# ---- mult_unit ----
==> src/rtl/mult_unit.sv <==
// Iterative signed 32x32 shift-add multiplier for the MULT/MFLO path.
// Multiplies operand magnitudes in 32 steps, then applies the sign on a final cycle.
module mult_unit (
    input  logic        clk,
    input  logic        reset,
    input  logic        start,
    input  logic [31:0] A,
    input  logic [31:0] B,
    output logic        busy,
    output logic        done,
    output logic [31:0] HI,
    output logic [31:0] LO
);

    typedef enum logic [1:0] {
        IDLE = 2'd0,
        RUN  = 2'd1,
        FIX  = 2'd2
    } state_t;

    state_t      state;
    state_t      state_nxt;

    logic [31:0] mcand;
    logic [63:0] acc;
    logic        neg;
    logic [5:0]  cnt;

    logic [31:0] a_mag;
    logic [31:0] b_mag;
    logic [32:0] psum;
    logic [63:0] result;

    // Magnitudes are 32-bit unsigned, so |0x80000000| stays 0x80000000.
    always_comb begin
        // NOTE: every combinational output gets a default first so no path leaves it unassigned (no latch).
        a_mag  = A;
        b_mag  = B;
        psum   = {1'b0, acc[63:32]};
        result = acc;
        if (A[31]) a_mag = ~A + 32'd1;
        if (B[31]) b_mag = ~B + 32'd1;
        if (acc[0]) psum = {1'b0, acc[63:32]} + {1'b0, mcand};
        if (neg) result = ~acc + 64'd1;
    end

    always_comb begin
        state_nxt = state;
        case (state)
            IDLE:    if (start) state_nxt = RUN;
            RUN:     if (cnt == 6'd31) state_nxt = FIX;
            FIX:     state_nxt = IDLE;
            default: state_nxt = IDLE;
        endcase
    end

    // NOTE: sequential state uses non-blocking assignments so all registers update from pre-edge values.
    always_ff @(posedge clk) begin
        if (!reset) begin
            state <= IDLE;
        end else begin
            state <= state_nxt;
        end
    end

    always_ff @(posedge clk) begin
        if (!reset) begin
            mcand <= 32'd0;
            acc   <= 64'd0;
            neg   <= 1'b0;
            cnt   <= 6'd0;
            busy  <= 1'b0;
            done  <= 1'b0;
            HI    <= 32'd0;
            LO    <= 32'd0;
        end else begin
            done <= 1'b0;
            case (state)
                IDLE: begin
                    if (start) begin
                        mcand <= a_mag;
                        acc   <= {32'd0, b_mag};
                        neg   <= A[31] ^ B[31];
                        cnt   <= 6'd0;
                        busy  <= 1'b1;
                    end
                end
                RUN: begin
                    // Carry out of the upper-half add shifts into bit 63.
                    acc <= {psum, acc[31:1]};
                    cnt <= cnt + 6'd1;
                end
                FIX: begin
                    {HI, LO} <= result;
                    done     <= 1'b1;
                    busy     <= 1'b0;
                end
                default: begin
                    busy <= 1'b0;
                end
            endcase
        end
    end

endmodule
==> config.mk <==
export PLATFORM = sky130hd
export DESIGN_NAME = mult_unit
export DESIGN_NICKNAME = d
export VERILOG_FILES = /design/src/rtl/mult_unit.sv
export SDC_FILE = /design/constraint.sdc
export NUM_CORES = 1
export LEC_CHECK = 0
export CAP_MARGIN = 0
export CELL_PAD_IN_SITES_DETAIL_PLACEMENT = 0
export CELL_PAD_IN_SITES_GLOBAL_PLACEMENT = 1
export CORE_MARGIN = 4
export CORE_UTILIZATION = 24
export CTS_CLUSTER_DIAMETER = 200
export DETAILED_ROUTE_END_ITERATION = 10
export GPL_ROUTABILITY_DRIVEN = 0
export PLACE_DENSITY = 0.63
export SYNTH_ARGS = -nofsm -noshare
export SYNTH_HDL_FRONTEND = slang
export SYNTH_SLANG_ARGS = --single-unit
==> constraint.sdc <==
create_clock -name clk -period 2.67 [get_ports clk]
set_input_delay 0.534 -clock clk [delete_from_list [all_inputs] [get_ports clk]]
set_output_delay 0.534 -clock clk [all_outputs]
set_load 0.005 [all_outputs]
# ---- io_ports ----
$ cat src/rtl/io_ports.sv
// I/O stage for the single-cycle CPU: an OUT FIFO draining to a device, plus four IN holding
// registers. Optional macro IO_BYPASS_EN forwards device data straight to a stalled IN.
module io_ports #(
    parameter int unsigned WIDTH = 8,
    parameter int unsigned DEPTH = 4
) (
    input  logic             clk,
    input  logic             reset,
    input  logic             out_we,
    input  logic [1:0]       out_sel,
    input  logic [WIDTH-1:0] out_data,
    input  logic             in_rd,
    input  logic [1:0]       in_sel,
    output logic [WIDTH-1:0] in_data,
    output logic             stall,
    output logic             ext_out_valid,
    output logic [1:0]       ext_out_port,
    output logic [WIDTH-1:0] ext_out_data,
    input  logic             ext_out_ready,
    input  logic             ext_in_valid,
    input  logic [1:0]       ext_in_port,
    input  logic [WIDTH-1:0] ext_in_data,
    output logic             ext_in_ready
);

    localparam int unsigned AW = $clog2(DEPTH);
    localparam int unsigned CW = AW + 1;

    // Output FIFO state
    logic [WIDTH-1:0] fifo_data_q [DEPTH];
    logic [1:0]       fifo_port_q [DEPTH];
    logic [AW-1:0]    wr_ptr_q, wr_ptr_d;
    logic [AW-1:0]    rd_ptr_q, rd_ptr_d;
    logic [CW-1:0]    count_q, count_d;

    // Input holding registers
    logic [WIDTH-1:0] hold_q [4];
    logic [3:0]       hflag_q, hflag_d;

    logic full;
    logic empty;
    logic push;
    logic pop;
    logic in_act;
    logic rd_hit;
    logic bypass;
    logic capture;

    assign full  = (count_q == CW'(DEPTH));
    assign empty = (count_q == '0);

    // Full is judged on the registered count, so a same-cycle pop never admits the push.
    assign push = reset & out_we & ~full;
    assign pop  = ext_out_valid & ext_out_ready;

    // OUT wins when both instructions are (illegally) asserted together.
    assign in_act = reset & in_rd & ~out_we;
    assign rd_hit = in_act & hflag_q[in_sel];

`ifdef IO_BYPASS_EN
    assign bypass = in_act & ~hflag_q[in_sel] & ext_in_valid & (ext_in_port == in_sel);
`else
    assign bypass = 1'b0;
`endif

    assign ext_in_ready = reset & (~hflag_q[ext_in_port] | bypass);
    assign capture      = ext_in_valid & ext_in_ready & ~bypass;

    always_comb begin
        stall = 1'b0;
        if (reset) begin
            stall = (out_we & full) | (in_act & ~hflag_q[in_sel] & ~bypass);
        end
    end

    always_comb begin
        in_data = '0;
        if (rd_hit) begin
            in_data = hold_q[in_sel];
        end else if (bypass) begin
            in_data = ext_in_data;
        end
    end

    always_comb begin
        ext_out_valid = reset & ~empty;
        ext_out_port  = '0;
        ext_out_data  = '0;
        if (ext_out_valid) begin
            ext_out_port = fifo_port_q[rd_ptr_q];
            ext_out_data = fifo_data_q[rd_ptr_q];
        end
    end

    always_comb begin
        wr_ptr_d = wr_ptr_q;
        rd_ptr_d = rd_ptr_q;
        count_d  = count_q;
        if (push) begin
            wr_ptr_d = wr_ptr_q + AW'(1);
        end
        if (pop) begin
            rd_ptr_d = rd_ptr_q + AW'(1);
        end
        if (push && !pop) begin
            count_d = count_q + CW'(1);
        end else if (pop && !push) begin
            count_d = count_q - CW'(1);
        end
    end

    always_comb begin
        hflag_d = hflag_q;
        if (capture) begin
            hflag_d[ext_in_port] = 1'b1;
        end
        if (rd_hit) begin
            hflag_d[in_sel] = 1'b0;
        end
    end

    always_ff @(posedge clk) begin
        if (!reset) begin
            wr_ptr_q <= '0;
            rd_ptr_q <= '0;
            count_q  <= '0;
            hflag_q  <= '0;
        end else begin
            wr_ptr_q <= wr_ptr_d;
            rd_ptr_q <= rd_ptr_d;
            count_q  <= count_d;
            hflag_q  <= hflag_d;
        end
    end

    // Storage is never reset; only the pointers and flags define what is valid.
    always_ff @(posedge clk) begin
        if (push) begin
            fifo_data_q[wr_ptr_q] <= out_data;
            fifo_port_q[wr_ptr_q] <= out_sel;
        end
    end

    always_ff @(posedge clk) begin
        if (capture) begin
            hold_q[ext_in_port] <= ext_in_data;
        end
    end

endmodule

$ cat config.mk
export PLATFORM = sky130hd
export DESIGN_NAME = io_ports
export DESIGN_NICKNAME = d
export VERILOG_FILES = /design/src/rtl/io_ports.sv
export SDC_FILE = /design/constraint.sdc
export NUM_CORES = 1
export LEC_CHECK = 0
export CAP_MARGIN = 15
export CORE_MARGIN = 3
export CORE_UTILIZATION = 54
export DETAILED_ROUTE_END_ITERATION = 16
export PLACE_DENSITY = 0.79
export SLEW_MARGIN = 5
export SYNTH_ARGS = -nofsm -noshare
export SYNTH_HDL_FRONTEND = slang
export SYNTH_SLANG_ARGS = --single-unit
$ cat constraint.sdc
create_clock -name clk -period 2.9 [get_ports clk]
set_clock_uncertainty 0.1 [all_clocks]
set_input_delay 0.87 -clock clk [delete_from_list [all_inputs] [get_ports clk]]
set_output_delay 0.87 -clock clk [all_outputs]
set_load 0.02 [all_outputs]
# ---- sdram_burst_arbiter ----
File: src/rtl/sdram_pkg.sv
// Shared definitions for the SDRAM arbiter slice: address layout, burst size,
// rw encoding and arbiter state encoding.
package sdram_pkg;

  localparam int BANK_W   = 2;
  localparam int ROW_W    = 13;
  localparam int COL_W    = 9;
  localparam int COL_LSB  = 0;
  localparam int ROW_LSB  = COL_LSB + COL_W;
  localparam int BANK_LSB = ROW_LSB + ROW_W;
  localparam int ADDR_W   = BANK_W + ROW_W + COL_W;

  localparam int BURST_LEN = 8;

  localparam logic RW_WRITE = 1'b0;
  localparam logic RW_READ  = 1'b1;

  typedef enum logic [1:0] {
    ST_IDLE,
    ST_ISSUE,
    ST_XFER,
    ST_DRAIN
  } state_t;

  typedef struct packed {
    logic [BANK_W-1:0] bank;
    logic [ROW_W-1:0]  row;
    logic [COL_W-1:0]  col;
  } sd_addr_t;

  function automatic sd_addr_t split_addr(input logic [ADDR_W-1:0] a);
    sd_addr_t f;
    f.bank = a[BANK_LSB +: BANK_W];
    f.row  = a[ROW_LSB +: ROW_W];
    f.col  = a[COL_LSB +: COL_W];
    return f;
  endfunction

endpackage

File: src/rtl/sdram_wr_packer.sv
// Collects single UART words into one burst-sized block; exposes the block base,
// a FULL flag and an indexed read port for the burst transfer.
module sdram_wr_packer
  import sdram_pkg::*;
#(
  parameter int WordLength   = 16,
  parameter int AddressWidth = ADDR_W,
  parameter int BurstLength  = BURST_LEN,
  localparam int IDXW        = $clog2(BurstLength)
) (
  input  logic                    CLK,
  input  logic                    RST,
  input  logic                    wr_en,
  input  logic [AddressWidth-1:0] wr_addr,
  input  logic [WordLength-1:0]   wr_data,
  input  logic                    clear,
  input  logic [IDXW-1:0]         rd_idx,
  output logic [WordLength-1:0]   rd_data,
  output logic [AddressWidth-1:0] base,
  output logic                    full
);

  localparam int CNTW = IDXW + 1;
  localparam logic [AddressWidth-1:0] ALIGN_MASK = ~(AddressWidth'(BurstLength - 1));

  logic [WordLength-1:0] buf_mem [BurstLength];
  logic [CNTW-1:0]       fill;

  // Buffer contents are data only; an empty fill count marks them stale.
  always_ff @(posedge CLK) begin
    if (wr_en) buf_mem[wr_addr[IDXW-1:0]] <= wr_data;
  end

  always_ff @(posedge CLK or negedge RST) begin
    if (!RST) begin
      fill <= '0;
      base <= '0;
    end else if (clear) begin
      fill <= '0;
    end else if (wr_en) begin
      fill <= fill + 1'b1;
      if (fill == '0) base <= wr_addr & ALIGN_MASK;
    end
  end

  assign full    = (fill == CNTW'(BurstLength));
  assign rd_data = buf_mem[rd_idx];

endmodule

File: src/rtl/sdram_burst_arbiter.sv
// Arbitrates UART write bursts against VGA read bursts in front of the SDRAM
// controller, with a starvation limit that forces a write after StarveMax reads.
module sdram_burst_arbiter
  import sdram_pkg::*;
#(
  parameter int WordLength   = 16,
  parameter int AddressWidth = ADDR_W,
  parameter int BurstLength  = BURST_LEN,
  parameter int StarveMax    = 4
) (
  input  logic                    CLK,
  input  logic                    RST,
  input  logic                    i_wr_valid,
  output logic                    o_wr_ready,
  input  logic [AddressWidth-1:0] i_wr_addr,
  input  logic [WordLength-1:0]   i_wr_data,
  input  logic                    i_rd_req,
  input  logic [AddressWidth-1:0] i_rd_addr,
  output logic                    o_rd_ack,
  output logic [WordLength-1:0]   o_rd_data,
  output logic                    o_rd_valid,
  output logic                    o_rd_done,
  output logic                    o_sd_enable,
  output logic                    o_sd_rw,
  output logic [AddressWidth-1:0] o_sd_addr,
  output logic [WordLength-1:0]   o_sd_wdata,
  input  logic [WordLength-1:0]   i_sd_rdata,
  input  logic                    i_sd_valid,
  input  logic                    i_sd_busy
);

  localparam int IDXW = $clog2(BurstLength);
  localparam int CNTW = IDXW + 1;
  localparam int STW  = $clog2(StarveMax + 1);
  localparam logic [AddressWidth-1:0] ALIGN_MASK = ~(AddressWidth'(BurstLength - 1));

  state_t                  state, state_nx;
  logic                    rw_q;
  logic [AddressWidth-1:0] addr_q;
  logic [CNTW-1:0]         beat;
  logic [STW-1:0]          starve;
  logic                    rd_ack_q;
  logic [WordLength-1:0]   rd_data_p1;
  logic                    vld_p1, done_p1;

  logic                    full, wr_en, rd_grant, wr_grant, xfer_vld, beat_last;
  logic [AddressWidth-1:0] wr_base;
  logic [WordLength-1:0]   buf_rdata;

  assign o_wr_ready = !full && !(state == ST_XFER && rw_q == RW_WRITE);
  assign wr_en      = i_wr_valid && o_wr_ready;
  assign rd_grant   = (state == ST_IDLE) && i_rd_req && (!full || starve < STW'(StarveMax));
  assign wr_grant   = (state == ST_IDLE) && !rd_grant && full;
  assign xfer_vld   = (state == ST_XFER) && i_sd_valid;
  assign beat_last  = xfer_vld && (beat == CNTW'(BurstLength - 1));

  sdram_wr_packer #(
    .WordLength  (WordLength),
    .AddressWidth(AddressWidth),
    .BurstLength (BurstLength)
  ) u_packer (
    .CLK    (CLK),
    .RST    (RST),
    .wr_en  (wr_en),
    .wr_addr(i_wr_addr),
    .wr_data(i_wr_data),
    .clear  (beat_last && rw_q == RW_WRITE),
    .rd_idx (beat[IDXW-1:0]),
    .rd_data(buf_rdata),
    .base   (wr_base),
    .full   (full)
  );

  always_ff @(posedge CLK or negedge RST) begin
    if (!RST) state <= ST_IDLE;
    else      state <= state_nx;
  end

  always_comb begin
    state_nx = state;
    unique case (state)
      ST_IDLE:  if (rd_grant || wr_grant) state_nx = ST_ISSUE;
      ST_ISSUE: if (i_sd_busy)            state_nx = ST_XFER;
      ST_XFER:  if (beat_last)            state_nx = ST_DRAIN;
      ST_DRAIN: if (!i_sd_busy)           state_nx = ST_IDLE;
      default:                            state_nx = ST_IDLE;
    endcase
  end

  always_ff @(posedge CLK or negedge RST) begin
    if (!RST) begin
      rw_q     <= RW_WRITE;
      addr_q   <= '0;
      starve   <= '0;
      beat     <= '0;
      rd_ack_q <= 1'b0;
    end else begin
      rd_ack_q <= rd_grant;
      if (rd_grant) begin
        rw_q   <= RW_READ;
        addr_q <= i_rd_addr & ALIGN_MASK;
        if (full) starve <= starve + 1'b1;
      end else if (wr_grant) begin
        rw_q   <= RW_WRITE;
        addr_q <= wr_base;
        starve <= '0;
      end
      if (state == ST_ISSUE && i_sd_busy) beat <= '0;
      else if (xfer_vld)                  beat <= beat + 1'b1;
    end
  end

  // Stage p1: read words returned one cycle after the controller strobe.
  always_ff @(posedge CLK or negedge RST) begin
    if (!RST) begin
      rd_data_p1 <= '0;
      vld_p1     <= 1'b0;
      done_p1    <= 1'b0;
    end else begin
      vld_p1  <= xfer_vld && rw_q == RW_READ;
      done_p1 <= beat_last && rw_q == RW_READ;
      if (xfer_vld && rw_q == RW_READ) rd_data_p1 <= i_sd_rdata;
    end
  end

  assign o_rd_ack    = rd_ack_q;
  assign o_rd_data   = rd_data_p1;
  assign o_rd_valid  = vld_p1;
  assign o_rd_done   = done_p1;
  assign o_sd_enable = (state == ST_ISSUE);
  assign o_sd_rw     = rw_q;
  assign o_sd_addr   = addr_q;
  assign o_sd_wdata  = (state == ST_XFER && rw_q == RW_WRITE) ? buf_rdata : '0;

endmodule
File: config.mk
export PLATFORM = sky130hd
export DESIGN_NAME = sdram_burst_arbiter
export DESIGN_NICKNAME = d
export VERILOG_FILES = /design/src/rtl/sdram_pkg.sv /design/src/rtl/sdram_wr_packer.sv /design/src/rtl/sdram_burst_arbiter.sv
export SDC_FILE = /design/constraint.sdc
export NUM_CORES = 1
export LEC_CHECK = 0
export CAP_MARGIN = 20
export CORE_UTILIZATION = 52
export DETAILED_ROUTE_END_ITERATION = 8
export PLACE_DENSITY = 0.79
export SLEW_MARGIN = 30
export SYNTH_ARGS = -nofsm -noshare
export SYNTH_HDL_FRONTEND = slang
export SYNTH_SLANG_ARGS = --single-unit
File: constraint.sdc
create_clock -name CLK -period 3.8 [get_ports CLK]
set_input_delay 0.76 -clock CLK [delete_from_list [all_inputs] [get_ports CLK]]
set_output_delay 0.76 -clock CLK [all_outputs]
set_load 0.02 [all_outputs]
==> mult_unit/io_fan.png <==
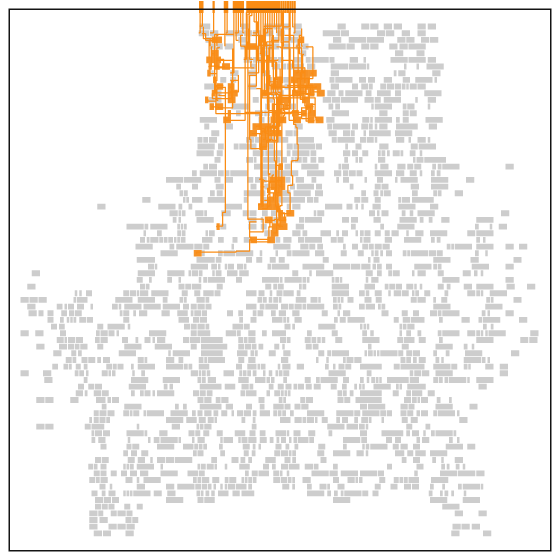
- B: orange (direction input; end cells 79; buffers 56; wire 2,420 um)
num ports: 133
PortBufs: 132

==> impl_metrics.csv, mult_unit <==
group,metric,value,unit
synthesis,fa_ha_area_frac,0.0435,
outcome,violations,"setup timing",
synthesis,ys_sh_simple,0.202,
sta,fmax,0.368,GHz
outcome,outcome,"finished with violations",
route,finalWirelength,37900,um
route,wl_met3,2010,um
sta,setup_ws,-50.2,ps
synthesis,synth_area,10800,sq um
route,drt_first_pass_iters,5,
power,p_sw_frac,0.293,
clock_network,cts_max_path_buffers,2,
layout,clkbuf_count,21,
synthesis,top_cells_by_count,"183 x nand2_1, 171 x dfxtp_1, 123 x o21ai_0",
floorplan,initCoreUtil,0.243,
layout,buf_share,0.190,
sta,setup_viol,5,
route,drtIter0Drc,902,
power,seq_cell_power,2.73,mW
synthesis,ys_seq_frac,0.317,
==> mult_unit: per-stage QoR <==
step                utilization  hold slack (ps)  TNS [ps]  setup slack (ps)  cell area [sq um]
floorplan                     -              444         0              80.5              10800
global placement          0.315              439     -9610              -421              14000
detailed placement        0.315              443    -10340              -431              14000
CTS                       0.330              453      -213             -53.0              14600
global route              0.333              469     -1370              -148              14800
finish                    0.333              448      -181             -50.2              14800
==> mult_unit: tightest hold or removal path, stage by stage, from the launching register on <==
cell     delay [ps]
dfxtp_1         310
nand2_1          50
o21ai_1          50
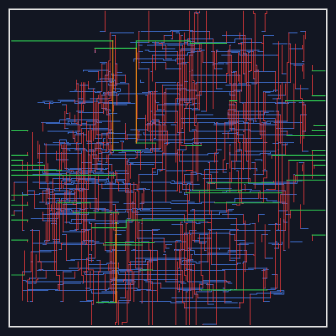
(io_ports/wires.png)
- metal 2: red (wire length 3,630 um)
- metal 1: blue (wire length 2,830 um)
- metal 3: green (wire length 446 um)
- metal 4: orange (wire length 77.5 um)

==> impl_metrics.csv, io_ports <==
group,metric,value,unit
global_route,busiest_layer,"met2",
synthesis,ys_sh_simple,0.0866,
sta,hold_ws,394,ps
power,p_seq_frac,0.495,
synthesis,yosysTopAreaCellShare,0.621,
layout,flop_area,2420,sq um
sta,slew_viol_final,0,
outcome,outcome,"complete, no violations",
route,wl_met3,446,um
sta,period_used_share,0.998,
power,p_sw_frac,0.261,
layout,comb.multi_input.count,96,
setup_path,cp.depth,4,
setup_path,rrSetupSlack,330,ps
synthesis,post_synth_num_cell_types,31,
power,combPwrFrac,0.236,
global_route,grt_util_met2,0.348,
setup_path,r2r_cells,10,
job,warnings,31,
layout,clkbuf_count,10,
global_route,grt_use_total,0.205,
layout,dominant_cells,"registers",
clock_network,root_buffer,"clkbuf_8",
synthesis,yosysChipArea,3480,sq um
power,p_int,2.16,mW
setup_path,critical_path.max_stage_delay,600,ps
sta,slew_headroom,0.737,
power,p_clk,0.786,mW
synthesis,syn_inst,194,
layout,clk_share,0.0391,
job,maxCapViolations,0,
setup_path,cp_cell_sequence,"buf_12, mux4_2, and3_4, buf_6",
synthesis,synth_area,3480,sq um
floorplan,initCoreUtil,0.571,
floorplan,nWellTaps,75,
clock_network,cts_hold_buf,0,
route,drt-vias-per-instance,5.63,
global_route,gr-usage-met3,0.0637,
power,power.share.clock,0.269,
-- io_ports: stage by stage --
step | setup TNS, ps | power [mW]
final | 0 | 2.93
after detailed placement | -18590 | 2.11
after CTS | -26.3 | 2.90
after global routing | -87.2 | 3.07
after floorplan | 0 | 1.82
after global placement | -17200 | 2.08
-- io_ports: repair_timing --
| action | CTS | global route |
|---|---|---|
| setup endpoints to repair | 22 | 13 |
| gates cloned | 1 | 0 |
| gates resized | 100 | 19 |
| setup buffers | 4 | 5 |
| pin swaps | 7 | 5 |
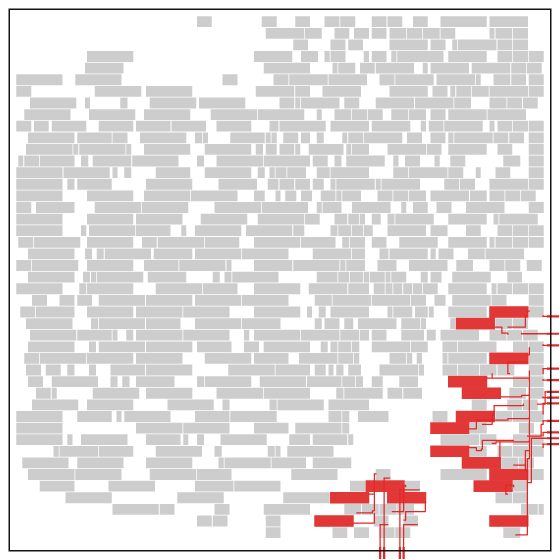
(sdram_burst_arbiter/io_fan.png)
- o_rd_data: red (direction output; end cells 16; buffers 16; wire 302 um)
num ports: 148
PortBufs: 141

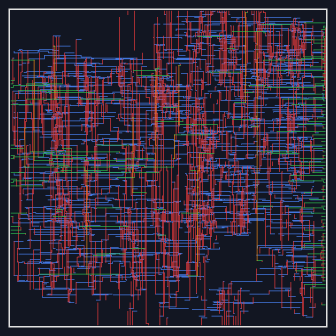
(sdram_burst_arbiter/wires.png)
- metal 4: orange (wire length 402 um)
- metal 1: blue (wire length 6,930 um)
- metal 2: red (wire length 8,320 um)
- metal 3: green (wire length 1,220 um)

==> impl_metrics.csv, sdram_burst_arbiter <==
group,metric,value,unit
global_route,grt_max_degree,76,
synthesis,synth_area,8060,sq um
global_route,grt_use_total,0.220,
synthesis,ys_seq_frac,0.710,
floorplan,initCoreUtil,0.532,
synthesis,yosysTopAreaCellShare,0.477,
floorplan,nWellTaps,188,
synthesis,yosysWarnings,0,
route,drt_first_pass_iters,5,
clock_network,path_clk_slew,60,ps
layout,clk_share,0.0671,
layout,inverters,42,
synthesis,ff_type,"edfxtp_1",
route,wl_met3,1220,um
setup_path,worst_setup_path_start_kind,"register",
route,drtIter0Drc,416,
sta,fmax,0.279,GHz
synthesis,top_cells_by_count,"128 x edfxtp_1, 75 x dfrtp_1, 42 x inv_1",
power,power.leakage,3.97,nW
outcome,outcome,"complete, no violations",
route,m1WireLength,6930,um
layout,flop-count,203,
floorplan,die-area,16000,sq um
synthesis,post_synth_num_cell_types,42,
synthesis,syn_inst,469,
synthesis,yosysTopAreaCell,"edfxtp_1",
clock_network,cts_buffers,21,
layout,comb.multi_input.count,200,
layout,largest_reg_flops,128,
synthesis,synth.comb.largest_family,"multiplexers",
floorplan,core_area,15100,sq um
synthesis,compound_area_frac,0.0487,
## sdram_burst_arbiter: power breakdown
part,internal [mW],switching (mW)
combinational,1.18,1.13
clock,1.28,0.777
sequential,2.79,0.233
total,5.25,2.14
## sdram_burst_arbiter: routing by layer
metal | vias to the layer above | GRT usage
met2 | 216 | 0.362
met3 | 28 | 0.0426
li1 | 2103 | -
met4 | 0 | 0.0673
met1 | 2315 | 0.300
met5 | - | 0


==> layout pictures side by side <==
Clock distribution.
image #1
Scale bar: 50 um.
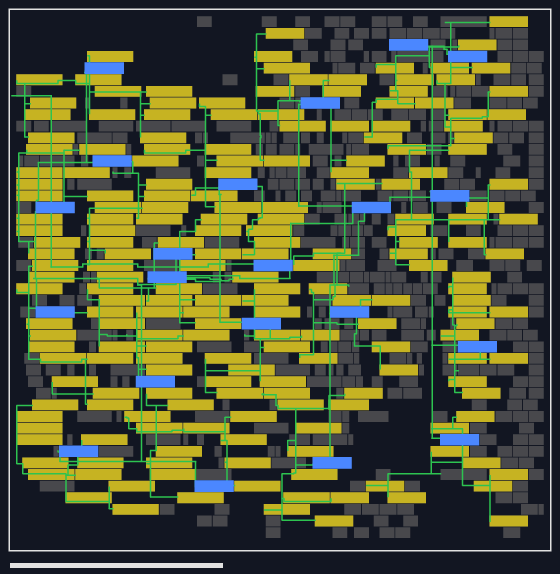
image #2
Scale bar: 50 um.
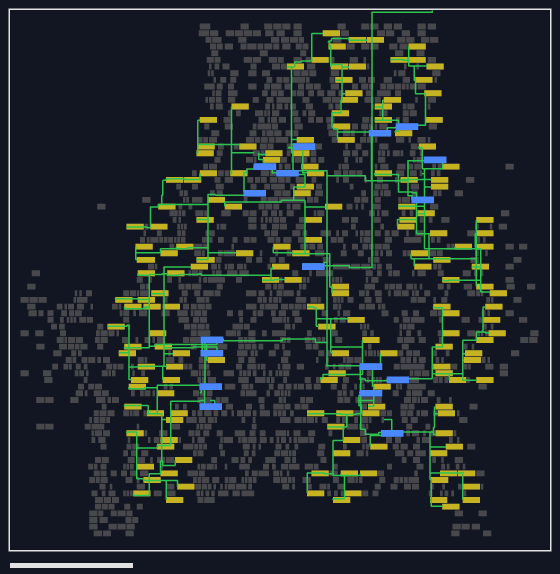
image #3
Scale bar: 20 um.
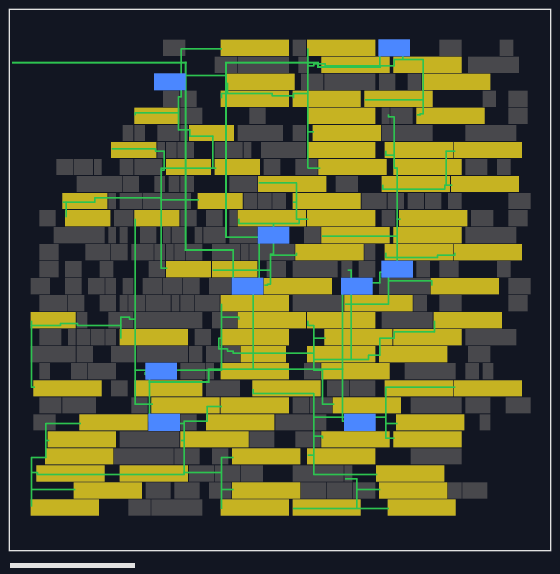
Of these, smallest die: image #3
For io_ports, see image #3.
For mult_unit, see image #2.
For sdram_burst_arbiter, see image #1.

Key to image #1:
- clock drivers: blue (count 21)
- flip-flops: yellow (count 203)
- clock wires: green (length 2,090 um)
- routed clock nets: 22

No activity file was given, so power comes from the tool's default toggle rates.
